=== cpu_state_dumper ===
cpu_state_dumper, layout detail:
Scale bar: 10 um. Region (71, 162) to (96, 187) um. Cells in grey, sequential cells in the stronger grey; small squares are vias.
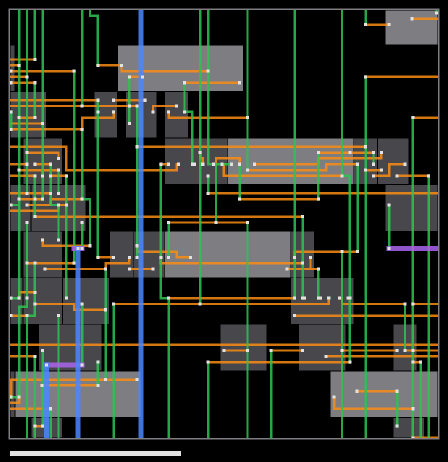

<file path="config.mk">
export PLATFORM = sky130hd
export DESIGN_NAME = cpu_state_dumper
export DESIGN_NICKNAME = d
export VERILOG_FILES = /design/src/rtl/cpu_dbg_pkg.sv /design/src/rtl/dbg_event_counter.sv /design/src/rtl/cpu_state_dumper.sv
export SDC_FILE = /design/constraint.sdc
export NUM_CORES = 1
export LEC_CHECK = 0
export CAP_MARGIN = 20
export CORE_ASPECT_RATIO = 1.5
export CORE_MARGIN = 2
export CORE_UTILIZATION = 30
export DETAILED_ROUTE_END_ITERATION = 16
export DONT_BUFFER_PORTS = 1
export PLACE_DENSITY = 0.43
export SYNTH_ARGS = -nofsm -noshare
export SYNTH_HDL_FRONTEND = slang
export SYNTH_SLANG_ARGS = --single-unit
</file>
<file path="constraint.sdc">
create_clock -name clk_i -period 2.6 [get_ports clk_i]
set_input_delay 0.26 -clock clk_i [delete_from_list [all_inputs] [get_ports clk_i]]
set_output_delay 0.26 -clock clk_i [all_outputs]
set_load 0.005 [all_outputs]
</file>
<file path="src/rtl/cpu_dbg_pkg.sv">
// Shared types and word-map constants for the CPU state dump stream.
package cpu_dbg_pkg;

    typedef enum logic [1:0] {
        ST_IDLE  = 2'd0,
        ST_FETCH = 2'd1,
        ST_SEND  = 2'd2
    } dump_state_t;

    typedef enum logic [1:0] {
        SRC_HDR = 2'd0,
        SRC_REG = 2'd1,
        SRC_MEM = 2'd2
    } word_src_t;

    localparam int HDR_WORDS = 4;
    localparam int NUM_REGS  = 32;
    localparam int MEM_WORDS = 8;
    localparam int REG_BASE  = HDR_WORDS;
    localparam int MEM_BASE  = REG_BASE + NUM_REGS;
    localparam int NUM_WORDS = MEM_BASE + MEM_WORDS;

    localparam int IDX_W = 6;
    typedef logic [IDX_W-1:0] word_idx_t;

    localparam word_idx_t LAST_IDX = word_idx_t'(NUM_WORDS - 1);

    // Header words are snapshots, the rest are read live from the debug ports.
    function automatic word_src_t word_src(input word_idx_t idx);
        word_src_t src;
        if (idx < word_idx_t'(REG_BASE)) begin
            src = SRC_HDR;
        end else if (idx < word_idx_t'(MEM_BASE)) begin
            src = SRC_REG;
        end else begin
            src = SRC_MEM;
        end
        return src;
    endfunction

endpackage

</file>
<file path="src/rtl/dbg_event_counter.sv">
// Free-running wrapping event counter with enable and synchronous reset.
module dbg_event_counter #(
    parameter int WIDTH = 32
) (
    input  logic             clk,
    input  logic             rst,
    input  logic             en,
    output logic [WIDTH-1:0] count
);

    logic [WIDTH-1:0] value;

    always_ff @(posedge clk) begin
        if (rst) begin
            value <= '0;
        end else if (en) begin
            value <= value + WIDTH'(1);
        end
    end

    assign count = value;

endmodule

</file>
<file path="src/rtl/cpu_state_dumper.sv">
// Streams a 44-word CPU state dump: counter/PC snapshots, then live GPRs and
// the first eight data-memory words, one word per valid/ready handshake.
//
// state    | meaning
// ---------|---------------------------------------------------------------
// ST_IDLE  | waiting for dump_req_i; snapshots taken on the accepting edge
// ST_FETCH | debug read addresses driven, selected word registered
// ST_SEND  | word presented with out_valid_o until the consumer takes it
module cpu_state_dumper
    import cpu_dbg_pkg::*;
(
    input  logic        clk_i,
    input  logic        rst_i,
    input  logic        stall_i,
    input  logic        flush_i,
    input  logic [31:0] pc_i,
    input  logic        dump_req_i,
    output logic [4:0]  reg_raddr_o,
    input  logic [31:0] reg_rdata_i,
    output logic [31:0] mem_raddr_o,
    input  logic [31:0] mem_rdata_i,
    output logic        out_valid_o,
    input  logic        out_ready_i,
    output logic [31:0] out_data_o,
    output logic [5:0]  out_index_o,
    output logic        out_last_o,
    output logic        busy_o
);

    logic [31:0] cycle_cnt;
    logic [31:0] stall_cnt;
    logic [31:0] flush_cnt;

    dbg_event_counter #(.WIDTH(32)) u_cycle_cnt (
        .clk   (clk_i),
        .rst   (rst_i),
        .en    (1'b1),
        .count (cycle_cnt)
    );

    dbg_event_counter #(.WIDTH(32)) u_stall_cnt (
        .clk   (clk_i),
        .rst   (rst_i),
        .en    (stall_i),
        .count (stall_cnt)
    );

    dbg_event_counter #(.WIDTH(32)) u_flush_cnt (
        .clk   (clk_i),
        .rst   (rst_i),
        .en    (flush_i),
        .count (flush_cnt)
    );

    dump_state_t state;
    word_idx_t   idx;
    logic [31:0] snap_cycle;
    logic [31:0] snap_stall;
    logic [31:0] snap_flush;
    logic [31:0] snap_pc;

    word_idx_t   mem_off;
    logic [31:0] fetch_word;

    // Debug read ports are combinational, so addresses only need to be valid
    // for the FETCH cycle; elsewhere they park at zero.
    always_comb begin
        mem_off     = idx - word_idx_t'(MEM_BASE);
        reg_raddr_o = '0;
        mem_raddr_o = '0;
        if (state == ST_FETCH) begin
            case (word_src(idx))
                SRC_REG: reg_raddr_o = 5'(idx - word_idx_t'(REG_BASE));
                SRC_MEM: mem_raddr_o = {24'd0, mem_off, 2'b00};
                default: ;
            endcase
        end
    end

    always_comb begin
        fetch_word = '0;
        case (word_src(idx))
            SRC_HDR: begin
                case (idx[1:0])
                    2'd0:    fetch_word = snap_cycle;
                    2'd1:    fetch_word = snap_stall;
                    2'd2:    fetch_word = snap_flush;
                    default: fetch_word = snap_pc;
                endcase
            end
            SRC_REG: fetch_word = reg_rdata_i;
            default: fetch_word = mem_rdata_i;
        endcase
    end

    always_ff @(posedge clk_i) begin
        if (rst_i) begin
            state       <= ST_IDLE;
            idx         <= '0;
            snap_cycle  <= '0;
            snap_stall  <= '0;
            snap_flush  <= '0;
            snap_pc     <= '0;
            out_data_o  <= '0;
            out_index_o <= '0;
            out_valid_o <= 1'b0;
            out_last_o  <= 1'b0;
        end else begin
            case (state)
                ST_IDLE: begin
                    out_valid_o <= 1'b0;
                    out_last_o  <= 1'b0;
                    if (dump_req_i) begin
                        snap_cycle <= cycle_cnt;
                        snap_stall <= stall_cnt;
                        snap_flush <= flush_cnt;
                        snap_pc    <= pc_i;
                        idx        <= '0;
                        state      <= ST_FETCH;
                    end
                end
                ST_FETCH: begin
                    out_data_o  <= fetch_word;
                    out_index_o <= idx;
                    out_valid_o <= 1'b1;
                    out_last_o  <= (idx == LAST_IDX);
                    state       <= ST_SEND;
                end
                ST_SEND: begin
                    if (out_ready_i) begin
                        out_valid_o <= 1'b0;
                        out_last_o  <= 1'b0;
                        if (idx == LAST_IDX) begin
                            state <= ST_IDLE;
                        end else begin
                            idx   <= idx + word_idx_t'(1);
                            state <= ST_FETCH;
                        end
                    end
                end
                default: begin
                    state       <= ST_IDLE;
                    out_valid_o <= 1'b0;
                    out_last_o  <= 1'b0;
                end
            endcase
        end
    end

    assign busy_o = (state != ST_IDLE);

endmodule

</file>
=== pc_fetch ===
## src/rtl/pc_fetch.sv

```systemverilog
// Program-counter and instruction-fetch stage of the multicycle RV32 core.
// Fetches one instruction per request/grant/response handshake and advances the PC on update.
module pc_fetch #(
  parameter logic [31:0] RESET_PC = 32'h0000_0000
) (
  input  logic        clk,
  input  logic        rst,
  input  logic [31:0] pc_step,
  input  logic        pc_abs_valid,
  input  logic [31:0] pc_abs,
  input  logic        update,
  output logic        imem_req,
  output logic [31:0] imem_addr,
  input  logic        imem_gnt,
  input  logic        imem_rvalid,
  input  logic [31:0] imem_rdata,
  output logic        instr_valid,
  output logic [31:0] instr,
  output logic [31:0] instr_pc,
  output logic [31:0] pc,
  output logic [31:0] instret,
  output logic        misalign_err
);

  typedef enum logic [1:0] {
    S_REQ  = 2'd0,
    S_WAIT = 2'd1,
    S_HOLD = 2'd2,
    S_ERR  = 2'd3
  } state_t;

  state_t      state_q, state_d;
  logic [31:0] pc_q, pc_d;
  logic [31:0] instret_q, instret_d;
  logic [31:0] instr_q, instr_d;
  logic [31:0] instr_pc_q, instr_pc_d;
  logic        instr_valid_q, instr_valid_d;
  logic        misalign_q, misalign_d;
  logic [31:0] next_pc;

  // jalr targets have bit 0 cleared; the relative add wraps modulo 2^32
  assign next_pc = pc_abs_valid ? {pc_abs[31:1], 1'b0} : (pc_q + pc_step);

  always_comb begin
    state_d       = state_q;
    pc_d          = pc_q;
    instret_d     = instret_q;
    instr_d       = instr_q;
    instr_pc_d    = instr_pc_q;
    instr_valid_d = instr_valid_q;
    misalign_d    = misalign_q;
    unique case (state_q)
      S_REQ: begin
        if (imem_gnt) state_d = S_WAIT;
      end
      S_WAIT: begin
        if (imem_rvalid) begin
          instr_d       = imem_rdata;
          instr_pc_d    = pc_q;
          instr_valid_d = 1'b1;
          state_d       = S_HOLD;
        end
      end
      S_HOLD: begin
        if (update) begin
          pc_d          = next_pc;
          instret_d     = instret_q + 32'd1;
          instr_valid_d = 1'b0;
          if (next_pc[1:0] != 2'b00) begin
            misalign_d = 1'b1;
            state_d    = S_ERR;
          end else begin
            state_d = S_REQ;
          end
        end
      end
      S_ERR: begin
        instr_valid_d = 1'b0;
        misalign_d    = 1'b1;
      end
      default: state_d = S_REQ;
    endcase
  end

  always_ff @(posedge clk) begin
    if (rst) begin
      state_q       <= S_REQ;
      pc_q          <= RESET_PC;
      instret_q     <= '0;
      instr_q       <= '0;
      instr_pc_q    <= '0;
      instr_valid_q <= 1'b0;
      misalign_q    <= 1'b0;
    end else begin
      state_q       <= state_d;
      pc_q          <= pc_d;
      instret_q     <= instret_d;
      instr_q       <= instr_d;
      instr_pc_q    <= instr_pc_d;
      instr_valid_q <= instr_valid_d;
      misalign_q    <= misalign_d;
    end
  end

  assign imem_req     = (state_q == S_REQ);
  assign imem_addr    = pc_q;
  assign instr_valid  = instr_valid_q;
  assign instr        = instr_q;
  assign instr_pc     = instr_pc_q;
  assign pc           = pc_q;
  assign instret      = instret_q;
  assign misalign_err = misalign_q;

endmodule

```

## config.mk

```make
export PLATFORM = sky130hd
export DESIGN_NAME = pc_fetch
export DESIGN_NICKNAME = d
export VERILOG_FILES = /design/src/rtl/pc_fetch.sv
export SDC_FILE = /design/constraint.sdc
export NUM_CORES = 1
export LEC_CHECK = 0
export CAP_MARGIN = 10
export CORE_ASPECT_RATIO = 0.7
export CORE_MARGIN = 4
export CORE_UTILIZATION = 49
export DETAILED_ROUTE_END_ITERATION = 12
export HOLD_SLACK_MARGIN = 0.1
export PLACE_DENSITY = 0.95
export SLEW_MARGIN = 20
export SYNTH_ARGS = -nofsm -noshare
export SYNTH_HDL_FRONTEND = slang
export SYNTH_SLANG_ARGS = --single-unit
```

## constraint.sdc

```tcl
create_clock -name clk -period 5.25 [get_ports clk]
set_input_delay 1.05 -clock clk [delete_from_list [all_inputs] [get_ports clk]]
set_output_delay 1.05 -clock clk [all_outputs]
set_load 0.01 [all_outputs]
```

=== seg_digit_counter ===
$ cat src/rtl/seg_digit_counter.sv
// Single BCD digit counter with programmable tick prescaler, direction and parallel load,
// plus a 7-segment encoder whose output only changes at the start of a vertical sync pulse.
module seg_digit_counter #(
  parameter int unsigned TICK_DIV = 50_000_000,
  parameter int unsigned PRE_W    = 26
) (
  input  logic       clk_i,
  input  logic       rst_ni,
  input  logic       en_i,
  input  logic       up_i,
  input  logic       load_i,
  input  logic [3:0] load_val_i,
  input  logic       v_sync_i,
  output logic [3:0] digit_o,
  output logic       carry_o,
  output logic [6:0] seg_o
);

  localparam logic [PRE_W-1:0] PreMax = PRE_W'(TICK_DIV - 1);
  localparam logic [3:0]       DigMax = 4'd9;

  logic [PRE_W-1:0] pre_q, pre_d;
  logic [3:0]       digit_q, digit_d;
  logic             carry_q, carry_d;
  logic             vs_q;
  logic [6:0]       seg_q, seg_d;

  logic tick;
  logic vs_fall;
  logic wrap;

  function automatic logic [6:0] encode(input logic [3:0] d);
    logic [6:0] s;
    case (d)
      4'd0:    s = 7'h3F;
      4'd1:    s = 7'h06;
      4'd2:    s = 7'h5B;
      4'd3:    s = 7'h4F;
      4'd4:    s = 7'h66;
      4'd5:    s = 7'h6D;
      4'd6:    s = 7'h7D;
      4'd7:    s = 7'h07;
      4'd8:    s = 7'h7F;
      4'd9:    s = 7'h6F;
      default: s = 7'h00;
    endcase
    return s;
  endfunction

  assign tick    = en_i && (pre_q == PreMax);
  assign vs_fall = vs_q && !v_sync_i;
  assign wrap    = up_i ? (digit_q == DigMax) : (digit_q == 4'd0);

  // Prescaler: load restarts the tick phase; a disabled counter keeps its phase.
  always_comb begin
    pre_d = pre_q;
    if (load_i) begin
      pre_d = '0;
    end else if (en_i) begin
      pre_d = (pre_q == PreMax) ? '0 : pre_q + PRE_W'(1);
    end
  end

  // Digit: load beats tick; an out-of-range load value is ignored but still eats the tick.
  always_comb begin
    digit_d = digit_q;
    carry_d = 1'b0;
    if (load_i) begin
      if (load_val_i <= DigMax) begin
        digit_d = load_val_i;
      end
    end else if (tick) begin
      carry_d = wrap;
      if (up_i) begin
        digit_d = wrap ? 4'd0 : digit_q + 4'd1;
      end else begin
        digit_d = wrap ? DigMax : digit_q - 4'd1;
      end
    end
  end

  // Latch uses the pre-update digit so a same-edge tick shows up one frame later.
  always_comb begin
    seg_d = seg_q;
    if (vs_fall) begin
      seg_d = encode(digit_q);
    end
  end

  always_ff @(posedge clk_i or negedge rst_ni) begin
    if (!rst_ni) begin
      pre_q   <= '0;
      digit_q <= 4'd0;
      carry_q <= 1'b0;
      vs_q    <= 1'b1;
      seg_q   <= 7'h3F;
    end else begin
      pre_q   <= pre_d;
      digit_q <= digit_d;
      carry_q <= carry_d;
      vs_q    <= v_sync_i;
      seg_q   <= seg_d;
    end
  end

  assign digit_o = digit_q;
  assign carry_o = carry_q;
  assign seg_o   = seg_q;

  a_digit_bcd: assert property (@(posedge clk_i) disable iff (!rst_ni) digit_q <= DigMax);
  a_carry_pulse: assert property (@(posedge clk_i) disable iff (!rst_ni) carry_q |=> !carry_q);
  a_pre_range: assert property (@(posedge clk_i) disable iff (!rst_ni) pre_q <= PreMax);

endmodule

$ cat config.mk
export PLATFORM = sky130hd
export DESIGN_NAME = seg_digit_counter
export DESIGN_NICKNAME = d
export VERILOG_FILES = /design/src/rtl/seg_digit_counter.sv
export SDC_FILE = /design/constraint.sdc
export NUM_CORES = 1
export LEC_CHECK = 0
export ABC_CLOCK_PERIOD_IN_PS = 2100
export CAP_MARGIN = 25
export CORE_ASPECT_RATIO = 1.1
export CORE_UTILIZATION = 55
export CTS_CLUSTER_DIAMETER = 200
export DETAILED_ROUTE_END_ITERATION = 12
export DONT_BUFFER_PORTS = 1
export PLACE_DENSITY_LB_ADDON = 0.3
export SETUP_SLACK_MARGIN = 0.05
export SYNTH_ARGS = -nofsm -noshare
export SYNTH_HDL_FRONTEND = slang
export SYNTH_SLANG_ARGS = --single-unit
$ cat constraint.sdc
create_clock -name clk_i -period 2.1 [get_ports clk_i]
set_input_delay 0.525 -clock clk_i [delete_from_list [all_inputs] [get_ports clk_i]]
set_output_delay 0.525 -clock clk_i [all_outputs]
set_load 0.02 [all_outputs]
pc_fetch, placed standard cells:
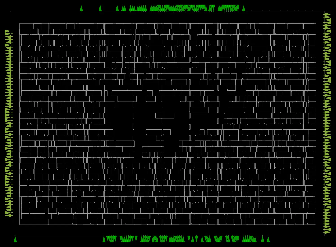
Final Core Density: 72.7%
core area: 0.0141 mm2
Tapcells: 190
Final Instance Count excl. Fillers: 1332
Cell Rows: 36

==> impl_metrics.ini, pc_fetch <==
; yosys + openroad results
[drt]
via_per_inst = 5.65
routed.top_layer = met4
met2WireLength_mm = 11.3

[worst_setup_path]
cp.depth = 11
path_common_cell = a21oi_1
crit_start = pc_step[0]

[timing]
post-route-period-util_pct = 68.4
relSlewSlack_pct = 36.9

[placement]
port_buffers = 263
dpl_worst_slack_ns = 1.34
dpl.hpwl_mm = 17.3

[layout]
nonClkBufAreaFrac_pct = 25.9
final_cell_mix = clkdlybuf4s50_1, nand2_1, dfxtp_1
nFillCells = 1073
register_area_mm2 = 0.00264

[yosys]
ys_area_mm2 = 0.00720
logic_family = simple AND/OR/NAND/NOR gates
yosys_warnings = 0
xor_area_share_pct = 4.99
synth.largest_area_cell = dfxtp_1
compound_area_share_pct = 19.9
ys_sh_adder_pct = 6.54

[global_route]
busiest_layer = met2
met3_usage_pct = 7.51
grtUsageMet2_pct = 47.1

[power]
p_per_area_mw_per_mm2 = 274
combPwrFrac_pct = 18.4
p_seq_mw = 1.07

[die]
die-area_mm2 = 0.0167

[clocking]
cts_resized = 0

[outcome]
outcome = finished, final reports clean
cpu_state_dumper, placed standard cells:
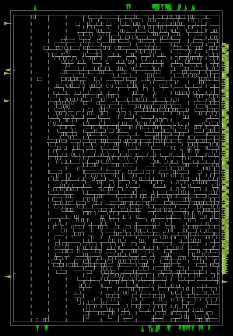
Flops: 272
core area: 0.0393 mm2
Filler cells: 4067

Notes on 'layout detail' of cpu_state_dumper above:
[met3] purple
[met2] green
[met4] blue
[met1] orange
most frequent: nand2_1 (7), dfxtp_1 (5), a21oi_1 (3)
netlist names of flops here include: snap_cycle (2), snap_stall (2)
sequential cells in the window: 5
cells with their middle in the window: 27

==> impl_metrics.ini, cpu_state_dumper <==
; yosys + openroad results
[worst_setup_path]
cp.depth = 5
r2r_end = u_flush_cnt.count[17]
rrSetupSlack_ns = 0.09
crit_start = u_flush_cnt.count[11]
cp.arrival_ns = 3.01

[timing]
setup_slack_ns = 0.0941
finalHoldViolCount = 0

[layout]
area_growth_pct = 27.0

[drt]
antenna_left = 0
wl_per_cell_um = 17.6
drt-initial-drc-count = 782

[placement]
dpl.hpwl_mm = 24.4
place_area_mm2 = 0.0124

[clocking]
clock_sinks = 272
clk_pin_slew_ns = 0.06

[power]
p_seq_mw = 4.26
clockPowerShare_pct = 47.1
p_leak_nw = 5.28

[hold_path]
hold_path_class = in -> reg
hold_start = mem_rdata_i[7]

[outcome]
outcome = finished, final reports clean

[yosys]
ys_area_mm2 = 0.0120
yosys_warnings = 0
seg_digit_counter, placed standard cells:
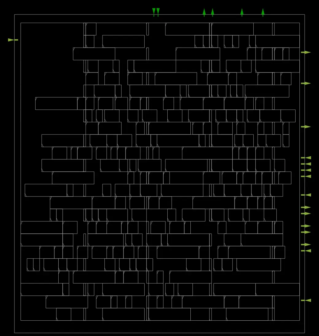
Cell Rows: 24
Tapcells: 52
Final Instance Count excl. Fillers: 301
sequential cell area share: 39.5%

seg_digit_counter, sequential cells coloured by netlist name:
Scale bar: 20 um. Other sequential cells in the stronger grey, the rest of the logic in the fainter grey.
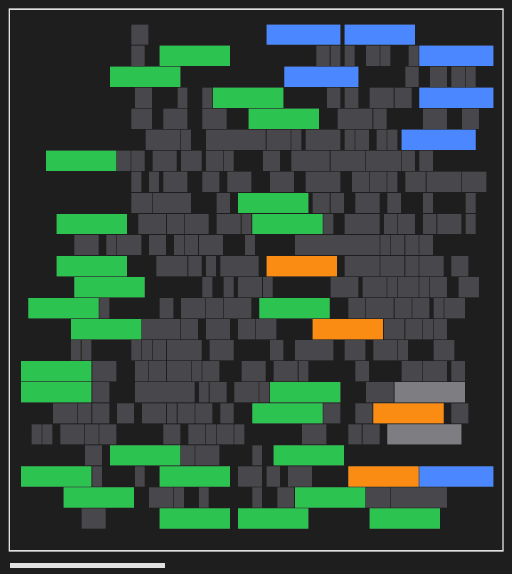
[digit_o] orange | placed flops: 4
[seg_o] blue | placed flops: 7
[pre_q] green | placed flops: 26
not coloured: 2

==> impl_metrics.ini, seg_digit_counter <==
; yosys + openroad results
[layout]
n_clock_buffer = 5
flops = 39
stdcell_area_mm2 = 0.00249

[timing]
whs_ns = 0.0442
setup_slack_ns = 0.308

[global_route]
busiest_layer = met2
grtUsageMet2_pct = 40.8
grt_pass1_vias = 1806

[drt]
drc = 0
routed.top_layer = met4
wl_per_cell_um = 15.9
via_per_inst = 6.01
drt-initial-drc-count = 113

[worst_setup_path]
cp.depth = 5
crit_fanout = 13
cp_slowest_cell = dfrtp_1

[yosys]
synth.largest_area_cell = dfrtp_1
mux_area_share_pct = 1.31

[outcome]
outcome = finished, final reports clean

[power]
powerClk_mw = 0.627

[placement]
dpl_worst_slack_ns = 0.330

[clocking]
clock_sinks = 39

==> gallery <==
Clock distribution.
image #1
Scale bar: 20 um.
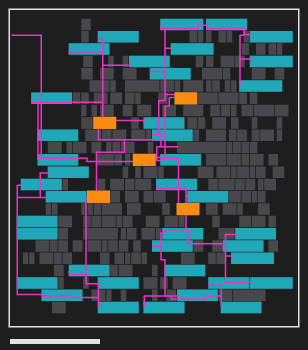
image #2
Scale bar: 50 um.
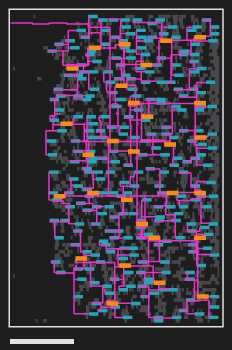
image #3
Scale bar: 50 um.
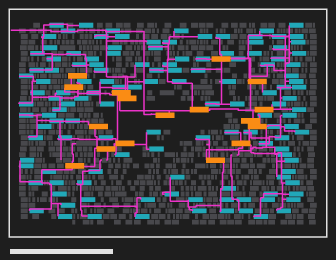
The one with the largest die is image #2.
The one with the smallest die is image #1.
- cpu_state_dumper = image #2
- pc_fetch = image #3
- seg_digit_counter = image #1

Key to image #1:
[flip-flops] cyan | count: 39
[clock wires] magenta | length: 491 um
[cells driving clock nets] orange | count: 5
flops lie: widely spread
routed clock nets: 6


=== ahb_arbiter_flat ===
ahb_arbiter_flat, sequential cells coloured by netlist name:
Scale bar: 10 um. Other sequential cells in the stronger grey, the rest of the logic in the fainter grey.
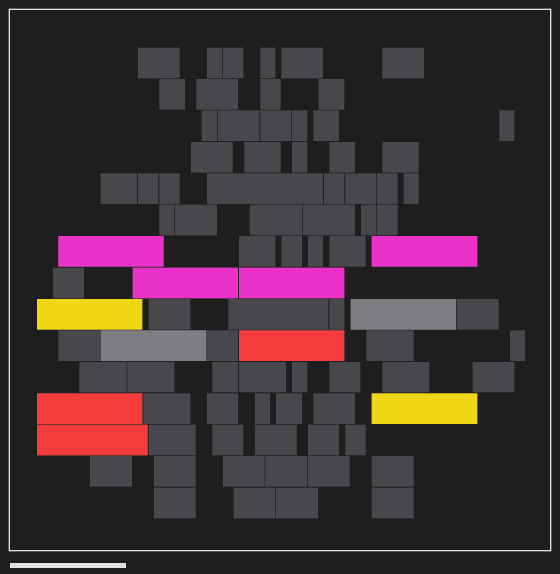

==> config.mk <==
export PLATFORM = sky130hd
export DESIGN_NAME = ahb_arbiter_flat
export DESIGN_NICKNAME = d
export VERILOG_FILES = /design/src/rtl/ahb_arbiter_if.sv /design/src/rtl/ahb_arbiter.sv /design/src/flat_wrapper.sv
export SDC_FILE = /design/constraint.sdc
export NUM_CORES = 1
export LEC_CHECK = 0
export ABC_CLOCK_PERIOD_IN_PS = 4800
export CORE_MARGIN = 2
export CORE_UTILIZATION = 40
export DETAILED_ROUTE_END_ITERATION = 12
export PLACE_DENSITY = 0.7
export SYNTH_ARGS = -nofsm -noshare
export SYNTH_HDL_FRONTEND = slang
export SYNTH_SLANG_ARGS = --single-unit
==> constraint.sdc <==
create_clock -name HCLK -period 4.8 [get_ports HCLK]
set_input_delay 0.96 -clock HCLK [delete_from_list [all_inputs] [get_ports HCLK]]
set_output_delay 0.96 -clock HCLK [all_outputs]
set_load 0.01 [all_outputs]
==> src/rtl/ahb_arbiter_if.sv <==
// AHB arbitration signal bundle: master requests in, grant/ownership out.
// The arbiter connects through the slave modport; the master modport is the requesting side.
interface ahb_arbiter_if #(
   parameter int unsigned NUM_MASTERS = 3
);
   logic [NUM_MASTERS-1:0] HBUSREQ;
   logic [NUM_MASTERS-1:0] HLOCK;
   logic [1:0]             HTRANS;
   logic [2:0]             HBURST;
   logic                   HREADY;
   logic [NUM_MASTERS-1:0] HGRANT;
   logic [3:0]             HMASTER;
   logic                   HMASTLOCK;

   modport master (
      output HBUSREQ, HLOCK, HTRANS, HBURST, HREADY,
      input  HGRANT, HMASTER, HMASTLOCK
   );

   modport slave (
      input  HBUSREQ, HLOCK, HTRANS, HBURST, HREADY,
      output HGRANT, HMASTER, HMASTLOCK
   );
endinterface

==> src/rtl/ahb_arbiter.sv <==
// AHB bus arbiter with burst tracking and locked-transfer support.
// Optional AHB_ARB_ROUND_ROBIN_EN selects rotating priority (default: fixed lowest-index).
module ahb_arbiter #(
   parameter int unsigned NUM_MASTERS    = 3,
   parameter int unsigned DEFAULT_MASTER = 0
) (
   input  logic         HCLK,
   input  logic         HRESETn,
   ahb_arbiter_if.slave bus
);

   localparam int unsigned IDX_W = 4;
   localparam int unsigned CNT_W = 4;

   localparam logic [1:0] TR_IDLE   = 2'b00;
   localparam logic [1:0] TR_BUSY   = 2'b01;
   localparam logic [1:0] TR_NONSEQ = 2'b10;
   localparam logic [1:0] TR_SEQ    = 2'b11;

   localparam logic [IDX_W-1:0]       DEF_IDX = IDX_W'(DEFAULT_MASTER);
   localparam logic [NUM_MASTERS-1:0] DEF_OH  = NUM_MASTERS'(1) << DEFAULT_MASTER;

   logic [CNT_W-1:0]       r_cnt;
   logic [IDX_W-1:0]       r_gidx;
   logic [NUM_MASTERS-1:0] r_grant;
   logic [IDX_W-1:0]       r_master;
   logic                   r_mastlock;

   logic [CNT_W-1:0]       w_burst_len;
   logic [CNT_W-1:0]       w_cnt_next;
   logic                   w_req_g;
   logic                   w_lock_g;
   logic                   w_arb_ok;
   logic [IDX_W-1:0]       w_win;
   logic [NUM_MASTERS-1:0] w_win_oh;

   // Remaining SEQ beats after a NONSEQ of each burst type
   always_comb begin
      w_burst_len = '0;
      case (bus.HBURST[2:1])
         2'b00:   w_burst_len = CNT_W'(0);
         2'b01:   w_burst_len = CNT_W'(3);
         2'b10:   w_burst_len = CNT_W'(7);
         default: w_burst_len = CNT_W'(15);
      endcase
   end

   always_comb begin
      w_cnt_next = r_cnt;
      if (bus.HREADY) begin
         case (bus.HTRANS)
            TR_IDLE:   w_cnt_next = '0;
            TR_BUSY:   w_cnt_next = r_cnt;
            TR_NONSEQ: w_cnt_next = w_burst_len;
            TR_SEQ:    w_cnt_next = (r_cnt == '0) ? '0 : r_cnt - CNT_W'(1);
            default:   w_cnt_next = r_cnt;
         endcase
      end
   end

   // Request/lock of the currently granted master, selected without a wide index
   always_comb begin
      w_req_g  = 1'b0;
      w_lock_g = 1'b0;
      for (int i = 0; i < NUM_MASTERS; i++) begin
         if (r_gidx == IDX_W'(i)) begin
            w_req_g  = bus.HBUSREQ[i];
            w_lock_g = bus.HLOCK[i];
         end
      end
   end

   assign w_arb_ok = bus.HREADY && (w_cnt_next == '0) && !(w_lock_g && w_req_g);

`ifdef AHB_ARB_ROUND_ROBIN_EN
   logic [IDX_W:0]         w_shamt;
   logic [IDX_W:0]         w_off;
   logic [IDX_W:0]         w_sum;
   logic [NUM_MASTERS-1:0] w_rot;
   logic                   w_found;

   // Rotate requests so the master after the owner sits at bit 0; owner ends up last
   always_comb begin
      w_shamt = (IDX_W+1)'(r_gidx) + (IDX_W+1)'(1);
      w_rot   = NUM_MASTERS'({bus.HBUSREQ, bus.HBUSREQ} >> w_shamt);
      w_off   = '0;
      w_found = 1'b0;
      for (int j = NUM_MASTERS - 1; j >= 0; j--) begin
         if (w_rot[j]) begin
            w_off   = (IDX_W+1)'(j);
            w_found = 1'b1;
         end
      end
      w_sum = w_shamt + w_off;
      if (w_sum >= (IDX_W+1)'(NUM_MASTERS))
         w_sum = w_sum - (IDX_W+1)'(NUM_MASTERS);
      w_win = w_found ? IDX_W'(w_sum) : DEF_IDX;
   end
`else
   // Fixed priority: lowest asserted index wins
   always_comb begin
      w_win = DEF_IDX;
      for (int j = NUM_MASTERS - 1; j >= 0; j--) begin
         if (bus.HBUSREQ[j])
            w_win = IDX_W'(j);
      end
   end
`endif

   assign w_win_oh = NUM_MASTERS'(1) << w_win;

   always_ff @(posedge HCLK or negedge HRESETn) begin
      if (!HRESETn) begin
         r_cnt <= '0;
      end else begin
         r_cnt <= w_cnt_next;
      end
   end

   always_ff @(posedge HCLK or negedge HRESETn) begin
      if (!HRESETn) begin
         r_gidx  <= DEF_IDX;
         r_grant <= DEF_OH;
      end else if (w_arb_ok) begin
         r_gidx  <= w_win;
         r_grant <= w_win_oh;
      end
   end

   // Address-phase ownership follows the grant on the next accepted cycle
   always_ff @(posedge HCLK or negedge HRESETn) begin
      if (!HRESETn) begin
         r_master   <= DEF_IDX;
         r_mastlock <= 1'b0;
      end else if (bus.HREADY) begin
         r_master   <= r_gidx;
         r_mastlock <= w_lock_g;
      end
   end

   assign bus.HGRANT    = r_grant;
   assign bus.HMASTER   = r_master;
   assign bus.HMASTLOCK = r_mastlock;

endmodule
==> src/flat_wrapper.sv <==
// flat-port wrapper written by rule: the top's interface ports become plain ports
module ahb_arbiter_flat 
#(
   parameter int unsigned NUM_MASTERS    = 3,
   parameter int unsigned DEFAULT_MASTER = 0
)
  (HCLK, HRESETn, bus_HBUSREQ, bus_HLOCK, bus_HTRANS, bus_HBURST, bus_HREADY, bus_HGRANT, bus_HMASTER, bus_HMASTLOCK);
  ahb_arbiter_if #(.NUM_MASTERS(NUM_MASTERS)) bus_i ();
  input  logic HCLK;
  input  logic HRESETn;
  input wire logic [$bits(bus_i.HBUSREQ)-1:0] bus_HBUSREQ;
  input wire logic [$bits(bus_i.HLOCK)-1:0] bus_HLOCK;
  input wire logic [$bits(bus_i.HTRANS)-1:0] bus_HTRANS;
  input wire logic [$bits(bus_i.HBURST)-1:0] bus_HBURST;
  input wire logic [$bits(bus_i.HREADY)-1:0] bus_HREADY;
  output wire logic [$bits(bus_i.HGRANT)-1:0] bus_HGRANT;
  output wire logic [$bits(bus_i.HMASTER)-1:0] bus_HMASTER;
  output wire logic [$bits(bus_i.HMASTLOCK)-1:0] bus_HMASTLOCK;
  assign bus_i.HBUSREQ = bus_HBUSREQ;
  assign bus_i.HLOCK = bus_HLOCK;
  assign bus_i.HTRANS = bus_HTRANS;
  assign bus_i.HBURST = bus_HBURST;
  assign bus_i.HREADY = bus_HREADY;
  assign bus_HGRANT = bus_i.HGRANT;
  assign bus_HMASTER = bus_i.HMASTER;
  assign bus_HMASTLOCK = bus_i.HMASTLOCK;
  ahb_arbiter #(.NUM_MASTERS(NUM_MASTERS), .DEFAULT_MASTER(DEFAULT_MASTER)) u_core (.HCLK(HCLK), .HRESETn(HRESETn), .bus(bus_i));
endmodule
=== pwm_speed_ramp_flat ===
[src/rtl/pwm_speed_ramp_if.sv]
// Command channel into the speed ramp: target speed offered over valid/ready.
interface pwm_speed_ramp_if;
  logic       cmd_valid;
  logic       cmd_ready;
  logic [7:0] cmd_speed;

  modport master (output cmd_valid, output cmd_speed, input cmd_ready);
  modport slave  (input cmd_valid, input cmd_speed, output cmd_ready);
endinterface

[src/rtl/pwm_speed_ramp.sv]
// Slew-rate limiter feeding the PWM stage: ramps speed_out toward a clipped target
// by STEP every TICK_DIV clocks; estop zeroes everything at once.
module pwm_speed_ramp #(
  parameter int MAX_SPEED = 200,
  parameter int STEP      = 1,
  parameter int TICK_DIV  = 1000
) (
  input  logic                clk,
  input  logic                rst,
  pwm_speed_ramp_if.slave     cmd,
  input  logic                estop,
  output logic [7:0]          speed_out,
  output logic                cmd_clip,
  output logic                at_target,
  output logic                busy
);

  localparam int                 CW        = $clog2(TICK_DIV) + 1;
  localparam logic [CW-1:0]      TICK_LAST = CW'(TICK_DIV - 1);
  localparam logic [8:0]         STEP9     = 9'(STEP);
  localparam logic [7:0]         MAX8      = 8'(MAX_SPEED);

  typedef enum logic [1:0] {IDLE, UP, DOWN, STOP} state_e;

  state_e        state_q, state_d;
  logic [7:0]    speed_q, speed_d;
  logic [7:0]    target_q, target_d;
  logic [CW-1:0] tick_q, tick_d;
  logic          clip_q, clip_d;

  logic          accept;
  logic          wrap;
  logic [7:0]    cmd_tgt;
  logic [8:0]    up_sum;
  logic [8:0]    dn_diff;
  logic [7:0]    up_next;
  logic [7:0]    dn_next;
  logic [7:0]    step_next;

  function automatic state_e dir_of(input logic [7:0] tgt, input logic [7:0] spd);
    if (tgt > spd)      return UP;
    else if (tgt < spd) return DOWN;
    else                return IDLE;
  endfunction

  assign cmd.cmd_ready = rst && !estop && (state_q != STOP);
  assign accept        = cmd.cmd_valid && cmd.cmd_ready;
  assign cmd_tgt       = (cmd.cmd_speed > MAX8) ? MAX8 : cmd.cmd_speed;
  assign wrap          = (tick_q == TICK_LAST);

  // 9-bit arithmetic so a step can never wrap past the target in either direction.
  assign up_sum    = {1'b0, speed_q} + STEP9;
  assign dn_diff   = {1'b0, speed_q} - STEP9;
  assign up_next   = (up_sum >= {1'b0, target_q}) ? target_q : up_sum[7:0];
  assign dn_next   = (dn_diff[8] || (dn_diff[7:0] <= target_q)) ? target_q : dn_diff[7:0];
  assign step_next = (state_q == UP) ? up_next : dn_next;

  // NOTE: every variable gets its default before any branch, so no path can infer a latch.
  always_comb begin
    state_d  = state_q;
    speed_d  = speed_q;
    target_d = target_q;
    tick_d   = tick_q;
    clip_d   = 1'b0;

    if (estop) begin
      state_d  = STOP;
      speed_d  = '0;
      target_d = '0;
      tick_d   = '0;
    end else begin
      case (state_q)
        STOP: begin
          state_d = IDLE;
          tick_d  = '0;
        end
        IDLE: begin
          tick_d = '0;
          if (accept) begin
            target_d = cmd_tgt;
            clip_d   = (cmd.cmd_speed > MAX8);
            state_d  = dir_of(cmd_tgt, speed_q);
          end
        end
        UP, DOWN: begin
          tick_d = wrap ? '0 : tick_q + CW'(1);
          // A retarget on a wrap cycle takes precedence; that tick's step is skipped.
          if (accept) begin
            target_d = cmd_tgt;
            clip_d   = (cmd.cmd_speed > MAX8);
            state_d  = dir_of(cmd_tgt, speed_q);
          end else if (wrap) begin
            speed_d = step_next;
            if (step_next == target_q) state_d = IDLE;
          end
          if (state_d == IDLE) tick_d = '0;
        end
        default: begin
          state_d = IDLE;
        end
      endcase
    end
  end

  // NOTE: state registers use non-blocking assignments so all of them update together.
  always_ff @(posedge clk) begin
    if (!rst) begin
      state_q  <= IDLE;
      speed_q  <= '0;
      target_q <= '0;
      tick_q   <= '0;
      clip_q   <= 1'b0;
    end else begin
      state_q  <= state_d;
      speed_q  <= speed_d;
      target_q <= target_d;
      tick_q   <= tick_d;
      clip_q   <= clip_d;
    end
  end

  assign speed_out = speed_q;
  assign cmd_clip  = clip_q;
  assign at_target = (state_q == IDLE) && (speed_q == target_q);
  assign busy      = (state_q == UP) || (state_q == DOWN);

endmodule

[src/flat_wrapper.sv]
// flat-port wrapper written by rule: the top's interface ports become plain ports
module pwm_speed_ramp_flat 
#(
  parameter int MAX_SPEED = 200,
  parameter int STEP      = 1,
  parameter int TICK_DIV  = 1000
)
  (clk, rst, estop, speed_out, cmd_clip, at_target, busy, cmd_cmd_valid, cmd_cmd_speed, cmd_cmd_ready);
  pwm_speed_ramp_if cmd_i ();
  input  logic clk;
  input  logic rst;
  input  logic estop;
  output logic [7:0] speed_out;
  output logic cmd_clip;
  output logic at_target;
  output logic busy;
  input wire logic [$bits(cmd_i.cmd_valid)-1:0] cmd_cmd_valid;
  input wire logic [$bits(cmd_i.cmd_speed)-1:0] cmd_cmd_speed;
  output wire logic [$bits(cmd_i.cmd_ready)-1:0] cmd_cmd_ready;
  assign cmd_i.cmd_valid = cmd_cmd_valid;
  assign cmd_i.cmd_speed = cmd_cmd_speed;
  assign cmd_cmd_ready = cmd_i.cmd_ready;
  pwm_speed_ramp #(.MAX_SPEED(MAX_SPEED), .STEP(STEP), .TICK_DIV(TICK_DIV)) u_core (.clk(clk), .rst(rst), .cmd(cmd_i), .estop(estop), .speed_out(speed_out), .cmd_clip(cmd_clip), .at_target(at_target), .busy(busy));
endmodule
[config.mk]
export PLATFORM = sky130hd
export DESIGN_NAME = pwm_speed_ramp_flat
export DESIGN_NICKNAME = d
export VERILOG_FILES = /design/src/rtl/pwm_speed_ramp_if.sv /design/src/rtl/pwm_speed_ramp.sv /design/src/flat_wrapper.sv
export SDC_FILE = /design/constraint.sdc
export NUM_CORES = 1
export LEC_CHECK = 0
export CORE_MARGIN = 2
export CORE_UTILIZATION = 25
export DETAILED_ROUTE_END_ITERATION = 10
export PLACE_DENSITY = 0.46
export SYNTH_ARGS = -nofsm -noshare
export SYNTH_HDL_FRONTEND = slang
export SYNTH_SLANG_ARGS = --single-unit
[constraint.sdc]
create_clock -name clk -period 8.1 [get_ports clk]
set_clock_uncertainty 0.15 [all_clocks]
set_input_delay 1.62 -clock clk [delete_from_list [all_inputs] [get_ports clk]]
set_output_delay 1.62 -clock clk [all_outputs]
set_load 0.01 [all_outputs]
=== rgb_led_arbiter ===
`config.mk`:
```
export PLATFORM = sky130hd
export DESIGN_NAME = rgb_led_arbiter
export DESIGN_NICKNAME = d
export VERILOG_FILES = /design/src/rtl/rgb_led_arbiter.sv
export SDC_FILE = /design/constraint.sdc
export NUM_CORES = 1
export LEC_CHECK = 0
export ABC_AREA = 1
export CAP_MARGIN = 10
export CORE_UTILIZATION = 31
export DETAILED_ROUTE_END_ITERATION = 6
export GPL_ROUTABILITY_DRIVEN = 1
export RECOVER_POWER = 50
export SYNTH_ARGS = -nofsm -noshare
export SYNTH_HDL_FRONTEND = slang
export SYNTH_SLANG_ARGS = --single-unit
```
`constraint.sdc`:
```
create_clock -name clk -period 2 [get_ports clk]
set_input_delay 0.5 -clock clk [delete_from_list [all_inputs] [get_ports clk]]
set_output_delay 0.5 -clock clk [all_outputs]
set_load 0.005 [all_outputs]
```
`src/rtl/rgb_led_arbiter.sv`:
```
`default_nettype none
// +--------------------------------------------------------------------------+
// | Module   : rgb_led_arbiter                                               |
// | Purpose  : Fixed-priority, dwell-held sharing of one active-low RGB LED  |
// |            with global PWM brightness. Optional macro: ARB_PREEMPT_EN.   |
// | Revision : 1.0 - initial release                                         |
// +--------------------------------------------------------------------------+
module rgb_led_arbiter #(
  parameter int NUM_REQ      = 4,
  parameter int DWELL_CYCLES = 12_000_000,
  parameter int PWM_BITS     = 8
) (
  input  logic                   clk,
  input  logic                   reset,
  input  logic [NUM_REQ-1:0]     req,
  input  logic [3*NUM_REQ-1:0]   req_color,
  input  logic [PWM_BITS-1:0]    brightness,
  output logic [NUM_REQ-1:0]     grant,
  output logic                   busy,
  output logic                   led0_r,
  output logic                   led0_g,
  output logic                   led0_b
);

  localparam int CNT_W = (DWELL_CYCLES > 2) ? $clog2(DWELL_CYCLES) : 1;
  localparam logic [CNT_W-1:0] c_RELOAD = CNT_W'(DWELL_CYCLES - 1);

  typedef enum logic [0:0] {
    S_IDLE = 1'b0,
    S_HOLD = 1'b1
  } state_t;

  state_t              r_state, w_state_n;
  logic [CNT_W-1:0]    r_cnt, w_cnt_n;
  logic [NUM_REQ-1:0]  r_grant, w_grant_n;
  logic                r_busy, w_busy_n;
  logic [2:0]          r_color, w_color_n;
  logic [PWM_BITS-1:0] r_pwm;
  logic [PWM_BITS-1:0] r_bright;
  logic [2:0]          r_led;

  logic [NUM_REQ-1:0]  w_win_onehot;
  logic [2:0]          w_win_color;
  logic                w_any;
  logic                w_pwm_on;

  // Descending scan so the lowest set index is the last (winning) assignment.
  always_comb begin
    w_win_onehot = '0;
    w_win_color  = 3'b000;
    for (int i = NUM_REQ - 1; i >= 0; i--) begin
      if (req[i]) begin
        w_win_onehot    = '0;
        w_win_onehot[i] = 1'b1;
        w_win_color     = req_color[3*i +: 3];
      end
    end
  end

  assign w_any = |req;

`ifdef ARB_PREEMPT_EN
  logic w_preempt;
  // Owner is one-hot in HOLD, so (grant - 1) masks exactly the higher-priority indices.
  assign w_preempt = |(req & (r_grant - NUM_REQ'(1)));
`endif

  always_comb begin
    w_state_n = r_state;
    w_cnt_n   = r_cnt;
    w_grant_n = r_grant;
    w_busy_n  = r_busy;
    w_color_n = r_color;
    case (r_state)
      S_IDLE: begin
        if (w_any) begin
          w_state_n = S_HOLD;
          w_grant_n = w_win_onehot;
          w_busy_n  = 1'b1;
          w_color_n = w_win_color;
          w_cnt_n   = c_RELOAD;
        end
      end
      S_HOLD: begin
        if (r_cnt == '0) begin
          if (w_any) begin
            w_grant_n = w_win_onehot;
            w_color_n = w_win_color;
            w_cnt_n   = c_RELOAD;
          end else begin
            w_state_n = S_IDLE;
            w_grant_n = '0;
            w_busy_n  = 1'b0;
          end
        end
`ifdef ARB_PREEMPT_EN
        else if (w_preempt) begin
          w_grant_n = w_win_onehot;
          w_color_n = w_win_color;
          w_cnt_n   = c_RELOAD;
        end
`endif
        else begin
          w_cnt_n = r_cnt - CNT_W'(1);
        end
      end
      default: begin
        w_state_n = S_IDLE;
        w_grant_n = '0;
        w_busy_n  = 1'b0;
      end
    endcase
  end

  always_ff @(posedge clk) begin
    if (reset) begin
      r_state <= S_IDLE;
      r_cnt   <= '0;
      r_grant <= '0;
      r_busy  <= 1'b0;
      r_color <= 3'b000;
    end else begin
      r_state <= w_state_n;
      r_cnt   <= w_cnt_n;
      r_grant <= w_grant_n;
      r_busy  <= w_busy_n;
      r_color <= w_color_n;
    end
  end

  assign w_pwm_on = (r_pwm < r_bright);

  // Brightness only changes at the period start so a duty step never splits a period.
  always_ff @(posedge clk) begin
    if (reset) begin
      r_pwm    <= '0;
      r_bright <= '0;
      r_led    <= 3'b111;
    end else begin
      r_pwm <= r_pwm + PWM_BITS'(1);
      if (r_pwm == '0) begin
        r_bright <= brightness;
      end
      r_led <= ~(r_color & {3{w_pwm_on & r_busy}});
    end
  end

  assign grant  = r_grant;
  assign busy   = r_busy;
  assign led0_r = r_led[2];
  assign led0_g = r_led[1];
  assign led0_b = r_led[0];

endmodule
`default_nettype wire
```
rgb_led_arbiter, placed standard cells:
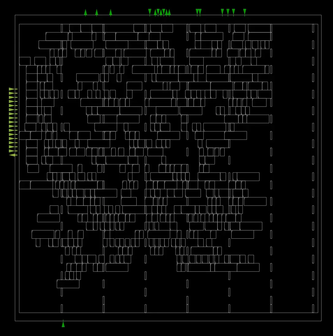
Flops: 52
sequential cell area share: 28.6%
Final Instance Count excl. Fillers: 626

rgb_led_arbiter, clock distribution:
Scale bar: 20 um.
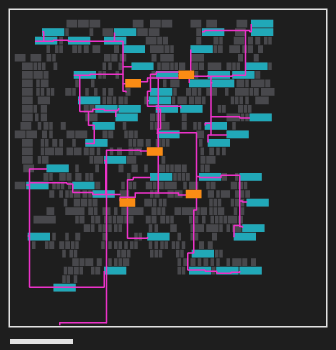
[clock wires] magenta | length: 711 um
[cells driving clock nets] orange | count: 5
[flip-flops] cyan | count: 52
routed clock nets: 6
Clock Skews: 0.00996 ns
power in the clock group: 0.631 mW
worst skew pair latency: 0.31 ns
Clock Power Share: 27.6%

==> impl_metrics.ini, rgb_led_arbiter <==
; yosys + openroad results
[layout]
dominant_cells = logic gates
n_antenna_cell = 0
postLayoutCoreUtil_pct = 38.9
nonClkBufAreaFrac_pct = 11.4

[power]
p_comb_mw = 0.486
p_per_area_mw_per_mm2 = 627

[clocking]
cts_buffers = 5

[placement]
place.gp.congestion = 0.859

[drt]
wl_per_cell_um = 12.0
routed.top_layer = met4
wl_mm = 7.49

[worst_setup_path]
crit_fanout = 19
rrSetupSlack_ns = 0.18
cp_slowest_cell = dfxtp_1

[run]
tool_warnings = 28

[yosys]
syn_area_mm2 = 0.00303

[die]
fp_util_pct = 32.4

[hold_path]
hold_path_depth = 2

[outcome]
outcome = finished, final reports clean

[global_route]
grt_pass1_vias = 2844
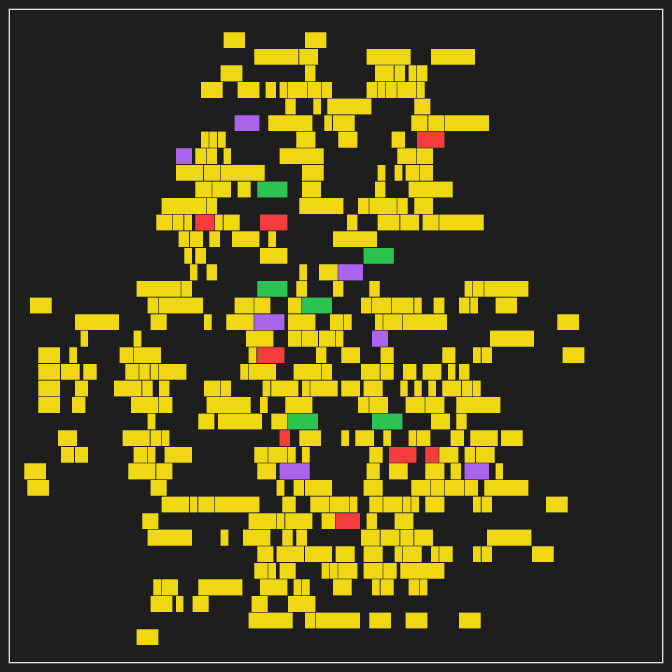
pwm_speed_ramp_flat: drive-strength map
[drive 3 to 4] purple | cells: 7
[drive 2] red | cells: 8
[drive 6 and up] green | cells: 6
[drive 1 or less] yellow | cells: 320

pwm_speed_ramp_flat, clock distribution:
Scale bar: 20 um.
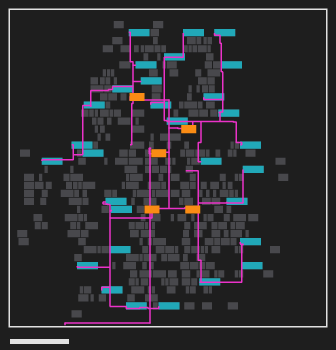
[cells driving clock nets] orange | count: 5
[clock wires] magenta | length: 598 um
[flip-flops] cyan | count: 30
routed clock nets: 6
Clock Power Share: 33.7%
worst skew pair latency: 0.29 ns
power in the clock group: 0.134 mW

==> impl_metrics.ini, pwm_speed_ramp_flat <==
; yosys + openroad results
[drt]
met2WireLength_mm = 3.17
dr_wl_met3_um = 334

[die]
die_h_um = 107
design.core.area_mm2 = 0.0103
num_rows = 37

[outcome]
outcome = finished, final reports clean

[timing]
relSlewSlack_pct = 39.0

[yosys]
common_cells = dfxtp_1, xnor2_1, ha_1
synth.avg_cell_area_um2 = 8.15
ys_async_sr_fraction_pct = 0
flop_cell = dfxtp_1

[clocking]
htreeDepth = 2
cts_tree = yes
clock_sinks = 30

[worst_setup_path]
r2r-start = u_core.speed_out[0]
cpPeakStageDelay_ns = 0.75
critPathCapture = u_core.tick_q[3]

[layout]
stdcell_area_mm2 = 0.00303
n_all_inverters = 23
clk_share_pct = 3.13
flops = 30

[run]
tool_warnings = 29

[global_route]
grt_start_max_net_pins = 25

[placement]
place_area_mm2 = 0.00294
ahb_arbiter_flat, clock distribution:
Scale bar: 10 um.
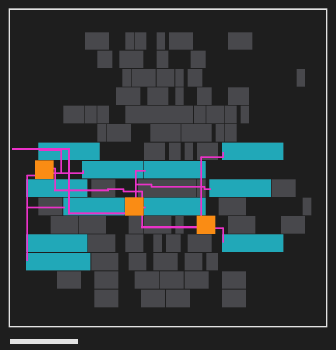
[cells driving clock nets] orange | count: 3
[clock wires] magenta | length: 130 um
[flip-flops] cyan | count: 11
routed clock nets: 4
power in the clock group: 0.0599 mW
worst skew pair latency: 0.26 ns
Clock Power Share: 16.2%

ahb_arbiter_flat, placed standard cells:
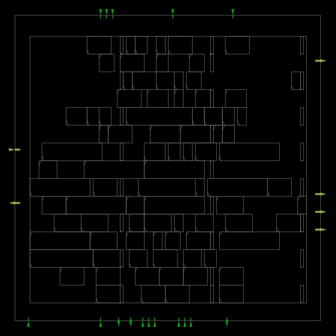
core area: 0.00173 mm2
Filler cells: 169
Final Core Density: 54.0%
Final Instance Count excl. Fillers: 112

## Picture notes: 'sequential cells coloured by netlist name' of ahb_arbiter_flat
[u_core.bus.HGRANT] red | placed flops: 3
[u_core.bus.HMASTER] yellow | placed flops: 2
[u_core.r_cnt] magenta | placed flops: 4

==> impl_metrics.ini, ahb_arbiter_flat <==
; yosys + openroad results
[outcome]
outcome = finished, final reports clean

[clocking]
cts_tree = yes
cts_resized = 0
post_cts_buffers = 0
htreeDepth = 1

[die]
num_io_pins = 22
nWellTaps = 25

[worst_setup_path]
critPathKind = in -> reg
cp_slowest_cell = clkdlybuf4s50_1

[yosys]
common_cells = dfrtp_1, nand2_1, mux2_2
area_leaders = dfrtp_1, mux2_2, buf_4, a2111oi_4, dfstp_2
ys_sh_adder_pct = 1.71
syn_area_um2 = 731
compound_area_share_pct = 19.9
synth_cell_types = 32
flop_cell = dfrtp_1

[placement]
dpl_worst_slack_ns = 1.78
placed_cells = 108
place_area_um2 = 906

[global_route]
met3_usage_pct = 6.92
grt_use_met1_pct = 20.1
grtUsageMet2_pct = 21.9

[drt]
via_count = 569

[layout]
register_area_um2 = 277
drive_gt1_share_pct = 16.1
top_register = u_core.r_cnt
nonClkBufAreaFrac_pct = 19.3
stdcell_area_um2 = 932
comb_share_pct = 43.2

[power]
p_sw_share_pct = 31.5
power.internal_mw = 0.253
p_leak_nw = 0.388

[hold_path]
hold_end = u_core.bus.HGRANT[2]
hold_path_depth = 1

[timing]
setup_slack_ns = 2.05
post-route-period-util_pct = 57.3

[run]
max_cap_violations = 0

==> screenshots <==
Wiring heat map.
shot_01.png
9 x 9 tiles, from dark blue (low) to red (high), scaled to the fullest tile. Values are wire area over tile area, all layers added.
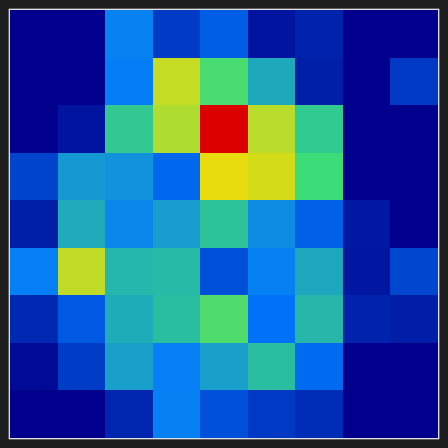
shot_02.png
21 x 21 tiles, from dark blue (low) to red (high), scaled to the fullest tile. Values are wire area over tile area, all layers added.
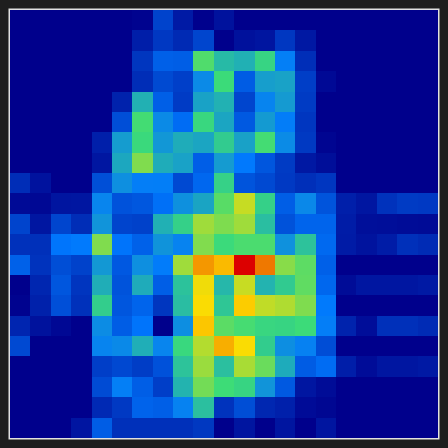
shot_03.png
20 x 20 tiles, from dark blue (low) to red (high), scaled to the fullest tile. Values are wire area over tile area, all layers added.
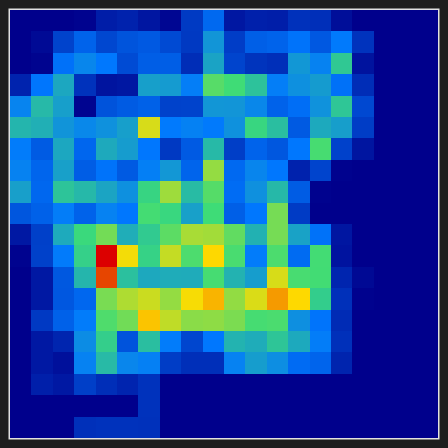
ahb_arbiter_flat is shot_01.png.
rgb_led_arbiter is shot_03.png.
pwm_speed_ramp_flat is shot_02.png.



==> layout pictures side by side <==
Sequential cells coloured by netlist name.
picture 1
Scale bar: 20 um. Other sequential cells in the stronger grey, the rest of the logic in the fainter grey.
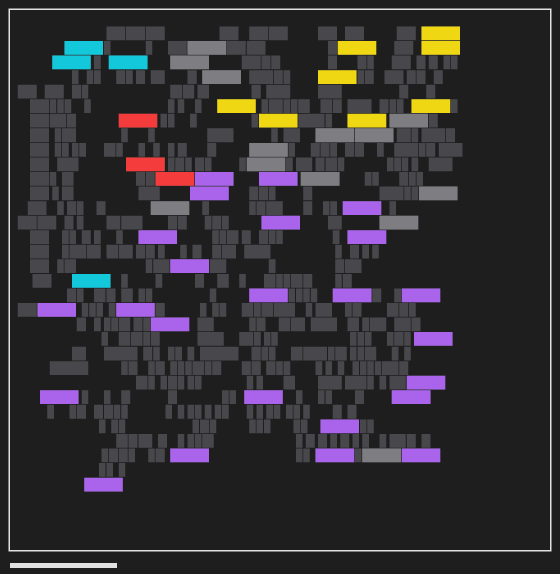
picture 2
Scale bar: 20 um. Other sequential cells in the stronger grey, the rest of the logic in the fainter grey.
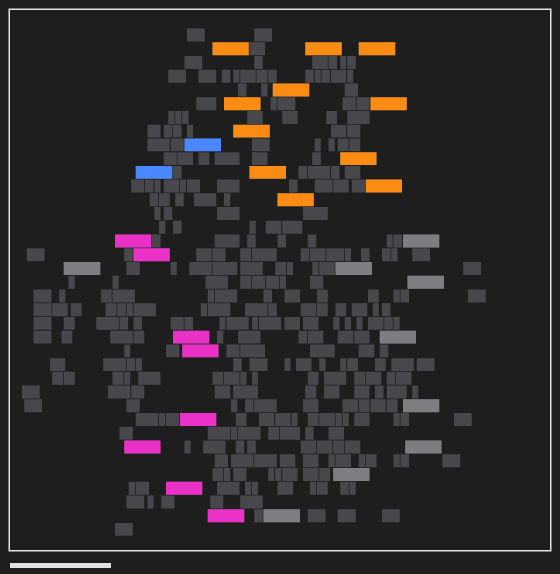
picture 3
Scale bar: 50 um. Other sequential cells in the stronger grey, the rest of the logic in the fainter grey.
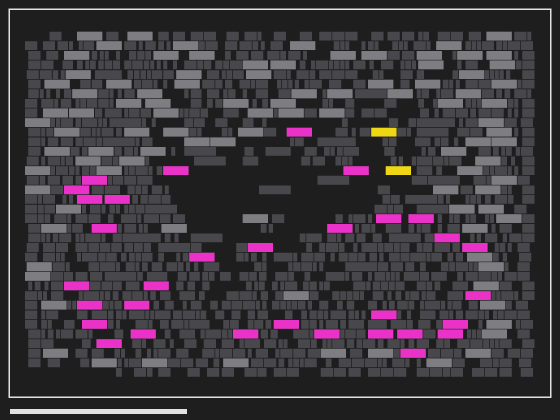
For pwm_speed_ramp_flat, see picture 2.
For rgb_led_arbiter, see picture 1.
For pc_fetch, see picture 3.
The one with the largest die is picture 3.
The one with the fewest sequential cells is picture 2.

Power figures rest on the tool's default switching activity, not on a simulated workload.
